=== bus_arbiter_rr4_flat ===
Fig. 1: bus_arbiter_rr4_flat, routing congestion
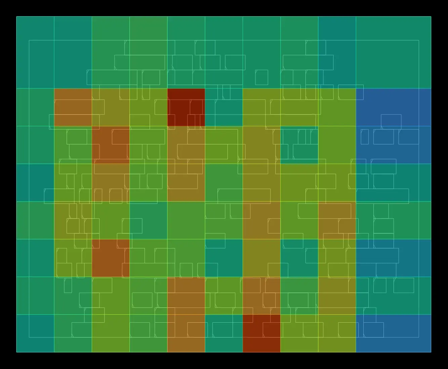

$ cat src/rtl/bus_arbiter_rr4_if.sv
// Bundle of request, data and grant signals shared by four requesters and the arbiter.
// Latency: none, this is wiring only.
// Backpressure: a requester holds req high until its grant shows up.
interface bus_arbiter_rr4_if #(
  parameter int WIDTH = 8
);
  logic [3:0]       req;
  logic [WIDTH-1:0] data0;
  logic [WIDTH-1:0] data1;
  logic [WIDTH-1:0] data2;
  logic [WIDTH-1:0] data3;
  logic [3:0]       grant;
  logic [1:0]       sel;
  logic [WIDTH-1:0] bus_value;
  logic             bus_valid;

  // Requester side: drives requests and data, observes the grant and the bus.
  modport master (
    output req, data0, data1, data2, data3,
    input  grant, sel, bus_value, bus_valid
  );

  // Arbiter side: samples requests and data, drives the grant and the bus.
  modport slave (
    input  req, data0, data1, data2, data3,
    output grant, sel, bus_value, bus_valid
  );
endinterface

$ cat src/rtl/bus_arbiter_rr4.sv
// Round-robin arbiter for four requesters on one shared bus, with a bounded tenure.
// Latency: a request sampled at one edge is granted at the next edge; bus_value is combinational from the registered sel.
// Backpressure: requesters hold req until granted; a tenure ends when req drops or MAX_HOLD cycles are used.
module bus_arbiter_rr4 #(
  parameter int WIDTH    = 8,
  parameter int MAX_HOLD = 4
) (
  input logic             clk,
  input logic             rst_n,
  bus_arbiter_rr4_if.slave bus
);

  typedef enum logic {IDLE, OWN} state_t;

  localparam logic [3:0] HOLD_LIM = 4'(MAX_HOLD);

  state_t           state;
  logic [3:0]       grant_q;
  logic [1:0]       sel_q;
  logic [1:0]       ptr;
  logic [3:0]       cnt;

  logic             any_req;
  logic [1:0]       win;
  logic [1:0]       idx;
  logic             release_now;
  logic [WIDTH-1:0] mux_lo;
  logic [WIDTH-1:0] mux_hi;
  logic [WIDTH-1:0] mux_out;

  // Pick the first requester at or after ptr (ascending, wrapping). Scanning from the
  // farthest offset down lets the nearest set bit overwrite the earlier candidates.
  always_comb begin
    any_req = |bus.req;
    win     = ptr;
    idx     = ptr;
    for (int k = 3; k >= 0; k--) begin
      idx = ptr + 2'(k);
      if (bus.req[idx]) win = idx;
    end
  end

  // The tenure ends when nobody owns the bus, when the holder drops req, or when the hold limit is used up.
  always_comb begin
    release_now = (state == IDLE) || !bus.req[sel_q] || (cnt == HOLD_LIM);
  end

  // Arbitration FSM. A release re-arbitrates at the same edge, so a switch leaves no idle
  // cycle. ptr already points past the old holder, so that holder is re-granted only
  // when it is the sole requester.
  always_ff @(posedge clk or negedge rst_n) begin
    if (!rst_n) begin
      state   <= IDLE;
      grant_q <= 4'b0000;
      sel_q   <= 2'd0;
      ptr     <= 2'd0;
      cnt     <= 4'd0;
    end else if (release_now) begin
      if (any_req) begin
        state   <= OWN;
        grant_q <= 4'b0001 << win;
        sel_q   <= win;
        cnt     <= 4'd1;
        ptr     <= win + 2'd1;
      end else begin
        state   <= IDLE;
        grant_q <= 4'b0000;
        sel_q   <= 2'd0;
        cnt     <= 4'd0;
      end
    end else begin
      cnt <= cnt + 4'd1;
    end
  end

  // Two levels of 2:1 selects driven by sel, then gated so the bus reads zero when idle.
  always_comb begin
    mux_lo  = sel_q[0] ? bus.data1 : bus.data0;
    mux_hi  = sel_q[0] ? bus.data3 : bus.data2;
    mux_out = sel_q[1] ? mux_hi : mux_lo;
  end

  assign bus.grant     = grant_q;
  assign bus.sel       = sel_q;
  assign bus.bus_valid = |grant_q;
  assign bus.bus_value = mux_out & {WIDTH{|grant_q}};

endmodule

$ cat src/flat_wrapper.sv
// flat-port wrapper written by rule: the top's interface ports become plain ports
module bus_arbiter_rr4_flat 
#(
  parameter int WIDTH    = 8,
  parameter int MAX_HOLD = 4
)
  (clk, rst_n, bus_req, bus_data0, bus_data1, bus_data2, bus_data3, bus_grant, bus_sel, bus_bus_value, bus_bus_valid);
  bus_arbiter_rr4_if #(.WIDTH(WIDTH)) bus_i ();
  input logic clk;
  input logic rst_n;
  input wire logic [$bits(bus_i.req)-1:0] bus_req;
  input wire logic [$bits(bus_i.data0)-1:0] bus_data0;
  input wire logic [$bits(bus_i.data1)-1:0] bus_data1;
  input wire logic [$bits(bus_i.data2)-1:0] bus_data2;
  input wire logic [$bits(bus_i.data3)-1:0] bus_data3;
  output wire logic [$bits(bus_i.grant)-1:0] bus_grant;
  output wire logic [$bits(bus_i.sel)-1:0] bus_sel;
  output wire logic [$bits(bus_i.bus_value)-1:0] bus_bus_value;
  output wire logic [$bits(bus_i.bus_valid)-1:0] bus_bus_valid;
  assign bus_i.req = bus_req;
  assign bus_i.data0 = bus_data0;
  assign bus_i.data1 = bus_data1;
  assign bus_i.data2 = bus_data2;
  assign bus_i.data3 = bus_data3;
  assign bus_grant = bus_i.grant;
  assign bus_sel = bus_i.sel;
  assign bus_bus_value = bus_i.bus_value;
  assign bus_bus_valid = bus_i.bus_valid;
  bus_arbiter_rr4 #(.WIDTH(WIDTH), .MAX_HOLD(MAX_HOLD)) u_core (.clk(clk), .rst_n(rst_n), .bus(bus_i));
endmodule
$ cat config.mk
export PLATFORM = sky130hd
export DESIGN_NAME = bus_arbiter_rr4_flat
export DESIGN_NICKNAME = d
export VERILOG_FILES = /design/src/rtl/bus_arbiter_rr4_if.sv /design/src/rtl/bus_arbiter_rr4.sv /design/src/flat_wrapper.sv
export SDC_FILE = /design/constraint.sdc
export NUM_CORES = 1
export LEC_CHECK = 0
export CAP_MARGIN = 25
export CELL_PAD_IN_SITES_DETAIL_PLACEMENT = 1
export CELL_PAD_IN_SITES_GLOBAL_PLACEMENT = 2
export CORE_ASPECT_RATIO = 0.8
export CORE_MARGIN = 2
export CORE_UTILIZATION = 24
export CTS_BUF_LIST = sky130_fd_sc_hd__clkbuf_16
export DETAILED_ROUTE_END_ITERATION = 6
export GPL_TIMING_DRIVEN = 1
export PLACE_DENSITY_LB_ADDON = 0.1
export SLEW_MARGIN = 20
export SYNTH_ARGS = -nofsm -noshare
export SYNTH_HDL_FRONTEND = slang
export SYNTH_SLANG_ARGS = --single-unit
$ cat constraint.sdc
create_clock -name clk -period 2.6 [get_ports clk]
set_input_delay 0.52 -clock clk [delete_from_list [all_inputs] [get_ports clk]]
set_output_delay 0.52 -clock clk [all_outputs]
set_load 0.005 [all_outputs]
=== alu2bit_seq_flat ===
**config.mk**
```make
export PLATFORM = sky130hd
export DESIGN_NAME = alu2bit_seq_flat
export DESIGN_NICKNAME = d
export VERILOG_FILES = /design/src/rtl/alu_pkg.sv /design/src/rtl/alu2bit_seq_if.sv /design/src/rtl/alu2bit.sv /design/src/rtl/alu2bit_seq.sv /design/src/flat_wrapper.sv
export SDC_FILE = /design/constraint.sdc
export NUM_CORES = 1
export LEC_CHECK = 0
export ABC_AREA = 0
export CORE_ASPECT_RATIO = 0.75
export CORE_MARGIN = 5
export CORE_UTILIZATION = 53
export CTS_BUF_LIST = sky130_fd_sc_hd__clkbuf_8
export DETAILED_ROUTE_END_ITERATION = 7
export PLACE_DENSITY = 0.82
export SKIP_LAST_GASP = 1
export SLEW_MARGIN = 10
export SYNTH_ARGS = -nofsm -noshare
export SYNTH_HDL_FRONTEND = slang
export SYNTH_SLANG_ARGS = --single-unit
```
**constraint.sdc**
```tcl
create_clock -name clk -period 2.6 [get_ports clk]
set_input_delay 0.26 -clock clk [delete_from_list [all_inputs] [get_ports clk]]
set_output_delay 0.26 -clock clk [all_outputs]
set_load 0.005 [all_outputs]
```
**src/rtl/alu_pkg.sv**
```systemverilog
// Shared types and constants for the two-bit-sliced ALU sequencer and its benches.
package alu_pkg;

  typedef enum logic [1:0] {
    IDLE,
    RUN,
    DONE
  } seq_state_t;

  // 74181 selects used by the benches (active-high data)
  localparam logic [3:0] S_XOR = 4'b0110;
  localparam logic       M_XOR = 1'b1;
  localparam logic [3:0] S_ADD = 4'b1001;
  localparam logic       M_ADD = 1'b0;

  function automatic int idx_width(input int slices);
    return (slices > 1) ? $clog2(slices) : 1;
  endfunction

endpackage

```
**src/rtl/alu2bit_seq_if.sv**
```systemverilog
// Request/response handshake bundle between a requester and alu2bit_seq.
interface alu2bit_seq_if #(
  parameter int WIDTH = 8
);

  logic             req_valid;
  logic             req_ready;
  logic [WIDTH-1:0] req_a;
  logic [WIDTH-1:0] req_b;
  logic [3:0]       req_s;
  logic             req_m;
  logic             req_cin;

  logic             rsp_valid;
  logic             rsp_ready;
  logic [WIDTH-1:0] rsp_f;
  logic             rsp_cout;
  logic             rsp_zero;

  modport master (
    output req_valid, req_a, req_b, req_s, req_m, req_cin, rsp_ready,
    input  req_ready, rsp_valid, rsp_f, rsp_cout, rsp_zero
  );

  modport slave (
    input  req_valid, req_a, req_b, req_s, req_m, req_cin, rsp_ready,
    output req_ready, rsp_valid, rsp_f, rsp_cout, rsp_zero
  );

endinterface

```
**src/rtl/alu2bit.sv**
```systemverilog
// Two-bit 74181-style ALU slice, purely combinational; cin/cout are active-low.
module alu2bit (
  input  logic [1:0] a,
  input  logic [1:0] b,
  input  logic [3:0] s,
  input  logic       m,
  input  logic       cin,
  output logic [1:0] f,
  output logic       cout
);

  logic [1:0] t_or;
  logic [1:0] t_and;
  logic [1:0] p;
  logic       c0;
  logic       c1;
  logic       c2;

  // Arithmetic result is t_or + t_and + carry; t_and is a subset of t_or so
  // t_and is the generate term and t_or ^ t_and the propagate term.
  always_comb begin
    t_or  = a | ({2{s[0]}} & b) | ({2{s[1]}} & ~b);
    t_and = ({2{s[2]}} & a & ~b) | ({2{s[3]}} & a & b);
    p     = t_or ^ t_and;
    c0    = ~cin;
    c1    = t_and[0] | (p[0] & c0);
    c2    = t_and[1] | (p[1] & c1);
    f     = m ? ~p : (p ^ {c1, c0});
    cout  = ~c2;
  end

endmodule

```
**src/rtl/alu2bit_seq.sv**
```systemverilog
// Runs WIDTH-bit ALU operations LSB-first through one alu2bit slice, two bits
// per clock, chaining the slice carry through a register between cycles.
module alu2bit_seq
  import alu_pkg::*;
#(
  parameter int WIDTH = 8
) (
  input  logic          clk,
  input  logic          rst_n,
  alu2bit_seq_if.slave  bus
);

  localparam int SLICES = WIDTH / 2;
  localparam int IDX_W  = idx_width(SLICES);

  seq_state_t       state_q, state_d;
  logic [WIDTH-1:0] a_q, a_d;
  logic [WIDTH-1:0] b_q, b_d;
  logic [WIDTH-1:0] res_q, res_d;
  logic [3:0]       s_q, s_d;
  logic             m_q, m_d;
  logic             carry_q, carry_d;
  logic [IDX_W-1:0] idx_q, idx_d;
  logic [WIDTH-1:0] rsp_f_q, rsp_f_d;
  logic             rsp_cout_q, rsp_cout_d;
  logic             rsp_zero_q, rsp_zero_d;

  logic [1:0]       slice_f;
  logic             slice_cout;
  logic [WIDTH+1:0] res_shift;

  alu2bit u_slice (
    .a    (a_q[1:0]),
    .b    (b_q[1:0]),
    .s    (s_q),
    .m    (m_q),
    .cin  (carry_q),
    .f    (slice_f),
    .cout (slice_cout)
  );

  always_comb begin
    state_d    = state_q;
    a_d        = a_q;
    b_d        = b_q;
    res_d      = res_q;
    s_d        = s_q;
    m_d        = m_q;
    carry_d    = carry_q;
    idx_d      = idx_q;
    rsp_f_d    = rsp_f_q;
    rsp_cout_d = rsp_cout_q;
    rsp_zero_d = rsp_zero_q;
    // New slice bits enter at the top so the result ends LSB-aligned after SLICES steps
    res_shift  = {slice_f, res_q};

    unique case (state_q)
      IDLE: begin
        if (bus.req_valid) begin
          a_d     = bus.req_a;
          b_d     = bus.req_b;
          s_d     = bus.req_s;
          m_d     = bus.req_m;
          carry_d = bus.req_cin;
          idx_d   = '0;
          state_d = RUN;
        end
      end
      RUN: begin
        res_d   = res_shift[WIDTH+1:2];
        carry_d = slice_cout;
        a_d     = a_q >> 2;
        b_d     = b_q >> 2;
        if (idx_q == IDX_W'(SLICES - 1)) begin
          rsp_f_d    = res_shift[WIDTH+1:2];
          rsp_cout_d = slice_cout;
          rsp_zero_d = (res_shift[WIDTH+1:2] == '0);
          state_d    = DONE;
        end else begin
          idx_d = idx_q + 1'b1;
        end
      end
      DONE: begin
        if (bus.rsp_ready) begin
          state_d = IDLE;
        end
      end
      default: state_d = IDLE;
    endcase
  end

  always_ff @(posedge clk or negedge rst_n) begin
    if (!rst_n) begin
      state_q    <= IDLE;
      a_q        <= '0;
      b_q        <= '0;
      res_q      <= '0;
      s_q        <= '0;
      m_q        <= 1'b0;
      carry_q    <= 1'b0;
      idx_q      <= '0;
      rsp_f_q    <= '0;
      rsp_cout_q <= 1'b1;
      rsp_zero_q <= 1'b0;
    end else begin
      state_q    <= state_d;
      a_q        <= a_d;
      b_q        <= b_d;
      res_q      <= res_d;
      s_q        <= s_d;
      m_q        <= m_d;
      carry_q    <= carry_d;
      idx_q      <= idx_d;
      rsp_f_q    <= rsp_f_d;
      rsp_cout_q <= rsp_cout_d;
      rsp_zero_q <= rsp_zero_d;
    end
  end

  assign bus.req_ready = (state_q == IDLE);
  assign bus.rsp_valid = (state_q == DONE);
  assign bus.rsp_f     = rsp_f_q;
  assign bus.rsp_cout  = rsp_cout_q;
  assign bus.rsp_zero  = rsp_zero_q;

endmodule

```
**src/flat_wrapper.sv**
```systemverilog
// flat-port wrapper written by rule: the top's interface ports become plain ports
module alu2bit_seq_flat import alu_pkg::*;
#(
  parameter int WIDTH = 8
)
  (clk, rst_n, bus_req_valid, bus_req_a, bus_req_b, bus_req_s, bus_req_m, bus_req_cin, bus_rsp_ready, bus_req_ready, bus_rsp_valid, bus_rsp_f, bus_rsp_cout, bus_rsp_zero);
  alu2bit_seq_if #(.WIDTH(WIDTH)) bus_i ();
  input  logic clk;
  input  logic rst_n;
  input wire logic [$bits(bus_i.req_valid)-1:0] bus_req_valid;
  input wire logic [$bits(bus_i.req_a)-1:0] bus_req_a;
  input wire logic [$bits(bus_i.req_b)-1:0] bus_req_b;
  input wire logic [$bits(bus_i.req_s)-1:0] bus_req_s;
  input wire logic [$bits(bus_i.req_m)-1:0] bus_req_m;
  input wire logic [$bits(bus_i.req_cin)-1:0] bus_req_cin;
  input wire logic [$bits(bus_i.rsp_ready)-1:0] bus_rsp_ready;
  output wire logic [$bits(bus_i.req_ready)-1:0] bus_req_ready;
  output wire logic [$bits(bus_i.rsp_valid)-1:0] bus_rsp_valid;
  output wire logic [$bits(bus_i.rsp_f)-1:0] bus_rsp_f;
  output wire logic [$bits(bus_i.rsp_cout)-1:0] bus_rsp_cout;
  output wire logic [$bits(bus_i.rsp_zero)-1:0] bus_rsp_zero;
  assign bus_i.req_valid = bus_req_valid;
  assign bus_i.req_a = bus_req_a;
  assign bus_i.req_b = bus_req_b;
  assign bus_i.req_s = bus_req_s;
  assign bus_i.req_m = bus_req_m;
  assign bus_i.req_cin = bus_req_cin;
  assign bus_i.rsp_ready = bus_rsp_ready;
  assign bus_req_ready = bus_i.req_ready;
  assign bus_rsp_valid = bus_i.rsp_valid;
  assign bus_rsp_f = bus_i.rsp_f;
  assign bus_rsp_cout = bus_i.rsp_cout;
  assign bus_rsp_zero = bus_i.rsp_zero;
  alu2bit_seq #(.WIDTH(WIDTH)) u_core (.clk(clk), .rst_n(rst_n), .bus(bus_i));
endmodule
```
=== sample_framer ===
[config.mk]
export PLATFORM = sky130hd
export DESIGN_NAME = sample_framer
export DESIGN_NICKNAME = d
export VERILOG_FILES = /design/src/rtl/sample_framer.sv
export SDC_FILE = /design/constraint.sdc
export NUM_CORES = 1
export LEC_CHECK = 0
export ABC_CLOCK_PERIOD_IN_PS = 3090
export CAP_MARGIN = 20
export CORE_AREA = 2 2 81 83
export CTS_CLUSTER_SIZE = 10
export DETAILED_ROUTE_END_ITERATION = 10
export DIE_AREA = 0 0 83 85
export PLACE_DENSITY = 0.79
export SYNTH_ARGS = -nofsm -noshare
export SYNTH_HDL_FRONTEND = slang
export SYNTH_SLANG_ARGS = --single-unit
[constraint.sdc]
create_clock -name clk -period 3.09 [get_ports clk]
set_input_delay 0.7725 -clock clk [delete_from_list [all_inputs] [get_ports clk]]
set_output_delay 0.7725 -clock clk [all_outputs]
set_load 0.005 [all_outputs]
[src/rtl/sample_framer.sv]
// sample_framer: pulls samples from the ADC FIFO and emits SYNC/seq/flags/payload/checksum
// byte frames on a ready/valid stream, reporting FIFO errors in the flags byte.
module sample_framer #(
    parameter int         WIDTH   = 16,
    parameter int         SAMPLES = 32,
    parameter logic [7:0] SYNC    = 8'hA5
) (
    input  logic             clk,
    input  logic             rst,
    input  logic             enable,
    input  logic [WIDTH-1:0] fifo_data,
    output logic             fifo_ready,
    input  logic             fifo_error,
    output logic [7:0]       byte_out,
    output logic             byte_valid,
    input  logic             byte_ready
);
    localparam int         B         = (WIDTH + 7) / 8;
    localparam int         SW        = B * 8;
    localparam logic [7:0] B_LAST    = 8'(B - 1);
    localparam logic [8:0] N_SAMPLES = 9'(SAMPLES);

    typedef enum logic [2:0] {
        ST_IDLE,
        ST_SYNC,
        ST_SEQ,
        ST_FLAGS,
        ST_FETCH,
        ST_DATA,
        ST_CSUM
    } state_t;

    state_t        state;
    logic [7:0]    seq;
    logic [7:0]    csum;
    logic [7:0]    bidx;
    logic [8:0]    sent;
    logic [1:0]    gap;
    logic          err_pending;
    logic [SW-1:0] sample;
    logic          load_ok;
    logic          flag;

    assign load_ok = !byte_valid || byte_ready;
    assign flag    = err_pending | fifo_error;

    always_ff @(posedge clk or posedge rst) begin
        if (rst) begin
            state       <= ST_IDLE;
            byte_out    <= 8'h00;
            byte_valid  <= 1'b0;
            fifo_ready  <= 1'b0;
            seq         <= 8'h00;
            csum        <= 8'h00;
            bidx        <= 8'h00;
            sent        <= 9'd0;
            gap         <= 2'd2;
            err_pending <= 1'b0;
            sample      <= '0;
        end else begin
            if (byte_valid && byte_ready)
                byte_valid <= 1'b0;
            if (fifo_error)
                err_pending <= 1'b1;
            // idle cycles since the last pull, saturating so a pull is allowed after reset
            gap <= fifo_ready ? 2'd0 : (gap == 2'd2 ? gap : gap + 2'd1);
            case (state)
                ST_IDLE: if (enable) state <= ST_SYNC;
                ST_SYNC: if (load_ok) begin
                    byte_out   <= SYNC;
                    byte_valid <= 1'b1;
                    csum       <= 8'h00;
                    sent       <= 9'd0;
                    state      <= ST_SEQ;
                end
                ST_SEQ: if (load_ok) begin
                    byte_out   <= seq;
                    byte_valid <= 1'b1;
                    csum       <= csum ^ seq;
                    state      <= ST_FLAGS;
                end
                ST_FLAGS: if (load_ok) begin
                    byte_out    <= {7'b0, flag};
                    byte_valid  <= 1'b1;
                    csum        <= csum ^ {7'b0, flag};
                    err_pending <= 1'b0;
                    state       <= ST_FETCH;
                end
                ST_FETCH: if (fifo_ready) begin
                    fifo_ready <= 1'b0;
                    sample     <= SW'(fifo_data);
                    sent       <= sent + 9'd1;
                    bidx       <= 8'h00;
                    state      <= ST_DATA;
                end else if (gap >= 2'd2) begin
                    fifo_ready <= 1'b1;
                end
                ST_DATA: if (load_ok) begin
                    byte_out   <= sample[7:0];
                    byte_valid <= 1'b1;
                    csum       <= csum ^ sample[7:0];
                    sample     <= sample >> 8;
                    bidx       <= bidx + 8'd1;
                    if (bidx == B_LAST)
                        state <= sent < N_SAMPLES ? ST_FETCH : ST_CSUM;
                end
                ST_CSUM: if (load_ok) begin
                    byte_out   <= csum;
                    byte_valid <= 1'b1;
                    seq        <= seq + 8'd1;
                    state      <= enable ? ST_SYNC : ST_IDLE;
                end
                default: state <= ST_IDLE;
            endcase
        end
    end
endmodule
Fig. 2: bus_arbiter_rr4_flat, I/O pins on the die edge
The bar under the picture is 20 um long. Pins as bars across the die edge, other pins in gray.
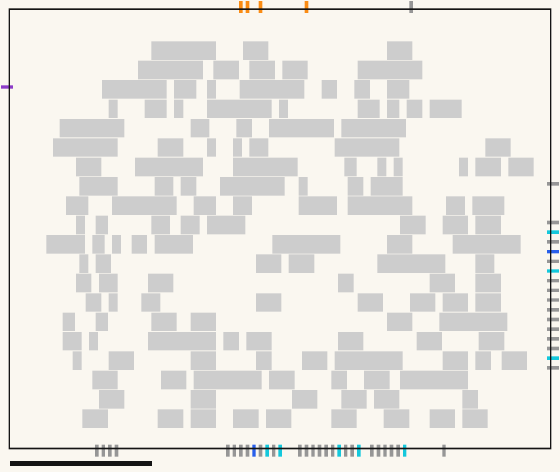
- blue: `bus_sel` (pins 2; direction output; edge 1 bottom, 1 right)
- cyan: `bus_data2` (pins 8; direction input; edge 5 bottom, 3 right)
- purple: `clk` (pins 1; direction input; edge left)
- orange: `bus_grant` (pins 4; direction output; edge top)
- all pins by edge: 30 bottom, 17 right, 5 top, 1 left

Notes on Fig. 1 above:
global routing usage on met1: 0.161
post-DR wirelength/cell: 14.5 um
all-layer global routing usage: 0.136

==> summary.txt, bus_arbiter_rr4_flat <==
Physical implementation

The fraction of met2 tracks used by global routing is 0.244. Multi-input logic gates represent a cell area share of 0.365. The share of final layout cell area taken by clock buffers and inverters is 0.0475. In this run the critical register-to-register path is captured at u_core.ptr[1]. In the synthesis report, Yosys lists the chip area as 991 sq um. Detailed routing placed a total of 1450 um of wire on met2.

By instance count, the cell type seen most on the critical path is sky130_fd_sc_hd__clkdlybuf4s50_1. The minimum clock period after layout is 2.53 ns. The clock tree from TritonCTS is built. Per the layout report, the design carries 7 non-clock inverters. Port buffering added 52 buffers.

The number of global-route vias before repair is 927. The sequential cell count of the final layout is 13. The instance area at placement is 0.00158 sq mm. In this run the number of H-tree levels came out at 1.

The run finished with clean final reports. Per the detail_route log, the uppermost layer with routed signals is met3. The synthesized design contains 13 register bits.

The overall via count from detail_route is 895. Per the synthesis report, the number of distinct cell types is 30. The fraction of post-synthesis cell area in the top cell type by area is 0.328. The path type of the worst min-delay path is register to register.

The length of the first detailed-routing pass in iterations is 4. Yosys instantiated no cell more often than sky130_fd_sc_hd__dfrtp_1. The minimum setup slack after placement is 0.0452 ns. The post-CTS setup buffer count is 0.

In the post-route report, total wirelength is listed as 2850 um. The vertical die dimension reported for this design is 61.5 um.
==> bus_arbiter_rr4_flat: kinds of logic (layout without fill, tap and decap cells) <==
kind of cell | after synthesis | count (layout) | synth area share
muxes | 11 | 11 | 0.253
AOI/OAI and AO/OA | 17 | 17 | 0.144
and+or+nand+nor | 28 | 28 | 0.163
buffers and inverters | 10 | 67 | 0.0606
DFF | 13 | 13 | 0.328
xor gates and xnor gates | 3 | 3 | 0.0265
adders and majority gates | 2 | 2 | 0.0252
==> bus_arbiter_rr4_flat: worst max path at each step <==
| stage | startpoint | endpoint | slack, ns | cells past startpoint |
|---|---|---|---|---|
| 2_1_floorplan | u_core.bus.grant[1] | bus_bus_value[2] | 0.68 | 2 |
| 3_3_place_gp | bus_data1[2] | bus_bus_value[2] | 0.06 | 4 |
| 3_5_place_dp | bus_data1[5] | bus_bus_value[5] | 0.05 | 4 |
| 4_1_cts | bus_data1[5] | bus_bus_value[5] | 0.04 | 4 |
| 5_1_grt | bus_data1[2] | bus_bus_value[2] | 0.009 | 4 |
| 6_report | bus_data1[2] | bus_bus_value[2] | 0.07 | 4 |
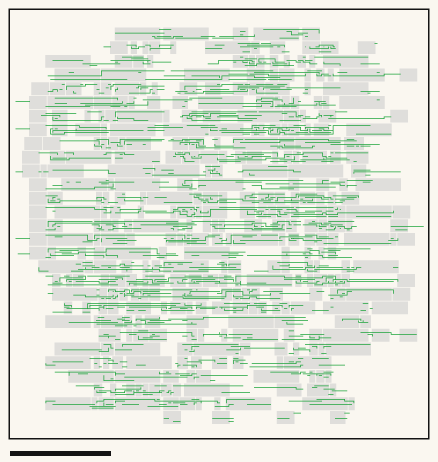
Fig. 3. Met1 routing (sample_framer).
The bar under the picture is 20 um long. Cells faint in the background.
- main direction: horizontal
- longest straight run: 23.5 um
- nets with wire on the layer: 361
- share of all routed wire: 46%
- wire length on this layer: 3410 um

==> summary.txt, sample_framer <==
Physical implementation

STA classifies the critical path startpoint as an input port. The routed length on met3 is 421 um. The run finished with clean final reports. In the synthesized netlist the dominant register cell turns out to be sky130_fd_sc_hd__dfrtp_1. The number of instances resized during post-cts repair is 0.

The biggest area consumer among synthesized cells is sky130_fd_sc_hd__dfrtp_1. The floorplan step records an initial core utilization of 0.554. On the final layout, the worst clock skew is 0.00787 ns. The sum of met2 wire segment lengths after detailed routing is 3470 um.

Setup repair after global routing left no endpoint under its margin. Per the final layout report, the fraction of cells sized above drive strength 1 comes to 0.0749. The script computed a power per unit cell area of 882 mW/mm^2. The length of the first detailed-routing pass in iterations is 6. Setup total negative slack on the finished layout was measured at 0 ns.

The largest net degree at the start of global routing is 66. The number of different library cells used by synthesis comes to 54. The final weighted congestion of routability-driven global placement is 0.834. Leaving out the clock tree, the finished layout contains an inverter count of 4.
[sample_framer: sequential cells by signal, indices dropped and copies added (netlist names)]
| name | flops |
|---|---|
| sample | 16 |
| sent | 9 |
| bidx | 8 |
| byte_out | 8 |
| csum | 8 |
| seq | 8 |
| state | 3 |
| gap | 2 |
| byte_valid | 1 |
| err_pending | 1 |
| fifo_ready | 1 |
[sample_framer: cells by family (layout without fill, tap and decap cells)]
group,Yosys count,after routing,share of synthesized area
simple gates,142,142,0.208
compound gates,93,93,0.191
flops,65,65,0.474
buf+inv,28,56,0.0386
xor+xnor,16,16,0.0408
mux,10,10,0.0299
fa+ha+maj,5,5,0.0182
[sample_framer: power breakdown]
group / switching (mW) / internal (mW) / total, mW
Combinational: 0.672 / 0.617 / 1.29
Clock: 0.312 / 0.393 / 0.705
Sequential: 0.342 / 1.17 / 1.51
[sample_framer: metrics by stage]
step                total power, mW  setup slack [ns]  hold WS (ns)  utilization
CTS                            3.51             0.864         0.500        0.640
floorplan                      2.38             0.693         0.466            -
detailed placement             2.80             0.500         0.485        0.610
global placement               2.74             0.557         0.482        0.610
global route                   3.77             0.738         0.511        0.640
finish                         3.50             0.850         0.500        0.640
Fig. 4: alu2bit_seq_flat, I/O pins on the die edge
The bar under the picture is 20 um long. Pins as bars across the die edge, other pins in gray.
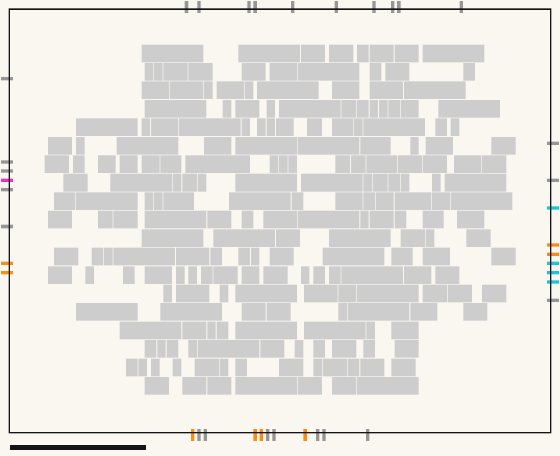
- cyan: `bus_req_s` (pins 4; direction input; edge right)
- orange: `bus_req_a` (pins 8; direction input; edge 4 bottom, 2 right, 2 left)
- magenta: `bus_req_valid` (pins 1; direction input; edge left)
- all pins by edge: 11 bottom, 10 top, 9 right, 8 left

==> summary.txt, alu2bit_seq_flat <==
Physical implementation

A synthesized cell averages 11.0 sq um. The multi-input gate share of the layout cell area is 0.330. The run finished with clean final reports. The number of routed nets with antenna violations is 0. The max-slew headroom at the worst pin is 0.396. The via count normalized by instance count is 5.20.

The number of clock buffers in the layout is 6. The number of global-route vias before repair came to 1455. Of the total power, the share spent switching nets is 0.373.

The count of inserted tapcells is 52. The commonest cells after synthesis are sky130_fd_sc_hd__dfrtp_1 (41), sky130_fd_sc_hd__nand2_1 (39), sky130_fd_sc_hd__mux2_2 (14). The post-synth area from yosys stat is 0.00192 sq mm.

Of the total power, combinational logic draws 0.436. The timing report notes that buffer and inverter cells on the critical path total 0. The total negative slack is 0 ns.

The final count of pins violating max slew is 0. The hold violation total from the final report is 0. In the post-route analysis, the smallest setup slack over all paths is 0.522 ns. The layout report lists the non-clock buffer share of cell area as 0.156. Per the layout area report, the sequential fraction of cell area is 0.441. In this run the horizontal extent of the chip is 79.5 um. The tree built by TritonCTS fans out to 42 sinks. Entering global routing, the biggest net connects 43 pins.

Derived from the worst setup path, the maximum achievable clock frequency is 481 MHz. The minimum setup slack after placement is 0.574 ns. STA classifies the critical path startpoint as a register. For this run, the slowest stage of the critical path takes 0.43 ns. After its last routability iteration, the placer logged a weighted congestion of 0.925. After global routing, the most crowded layer is met2. The required time of the critical path is 2.75 ns. The root buffer cell chosen for the clock tree is sky130_fd_sc_hd__clkbuf_8. The design draws 2.86 mW.

The power of the sequential group is 1.18 mW. 0 antenna diodes ended up in the layout. The overall via count from detail_route is 1374.
## alu2bit_seq_flat: cell usage in the layout (no fill, tap or decap), types with 2 or more instances in the layout
master / Yosys / layout
sky130_fd_sc_hd__inv_1: 4 / 4
sky130_fd_sc_hd__mux2_2: 14 / 14
sky130_fd_sc_hd__a21oi_1: 2 / 2
sky130_fd_sc_hd__o21ai_0: 12 / 12
sky130_fd_sc_hd__mux2i_1: 12 / 12
sky130_fd_sc_hd__dfrtp_1: 41 / 41
sky130_fd_sc_hd__nor2_1: 4 / 4
sky130_fd_sc_hd__clkdlybuf4s50_1: 0 / 36
sky130_fd_sc_hd__clkbuf_8: 0 / 6
sky130_fd_sc_hd__o21ai_1: 10 / 10
sky130_fd_sc_hd__or2b_1: 2 / 2
sky130_fd_sc_hd__nand2_1: 39 / 39
sky130_fd_sc_hd__ha_1: 3 / 3
sky130_fd_sc_hd__nor2b_1: 2 / 2
sky130_fd_sc_hd__and2_4: 2 / 2
## alu2bit_seq_flat: per-layer routing
| layer | part of all wire | up-vias |
|---|---|---|
| li1 | - | 670 |
| met1 | 0.45 | 655 |
| met2 | 0.48 | 45 |
| met3 | 0.065 | 4 |
| met4 | 0.0097 | 0 |
| met5 | 0 | - |


==> layout pictures side by side <==
Metal 2.
The bar under the picture is 20 um long. Cells faint in the background.
panel A
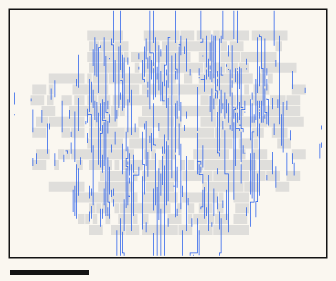
panel B
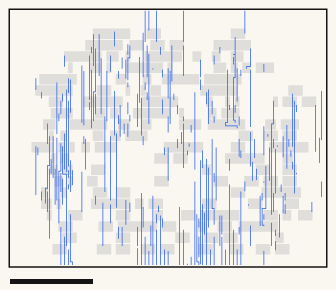
panel C
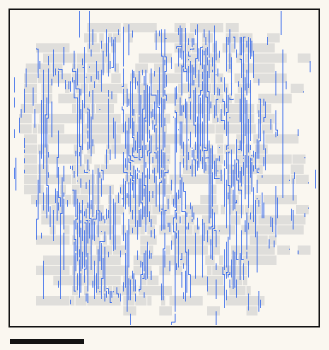
Of these, largest die: panel C
panel B: bus_arbiter_rr4_flat
panel A: alu2bit_seq_flat
panel C: sample_framer

Power and IR drop assume default switching activity.
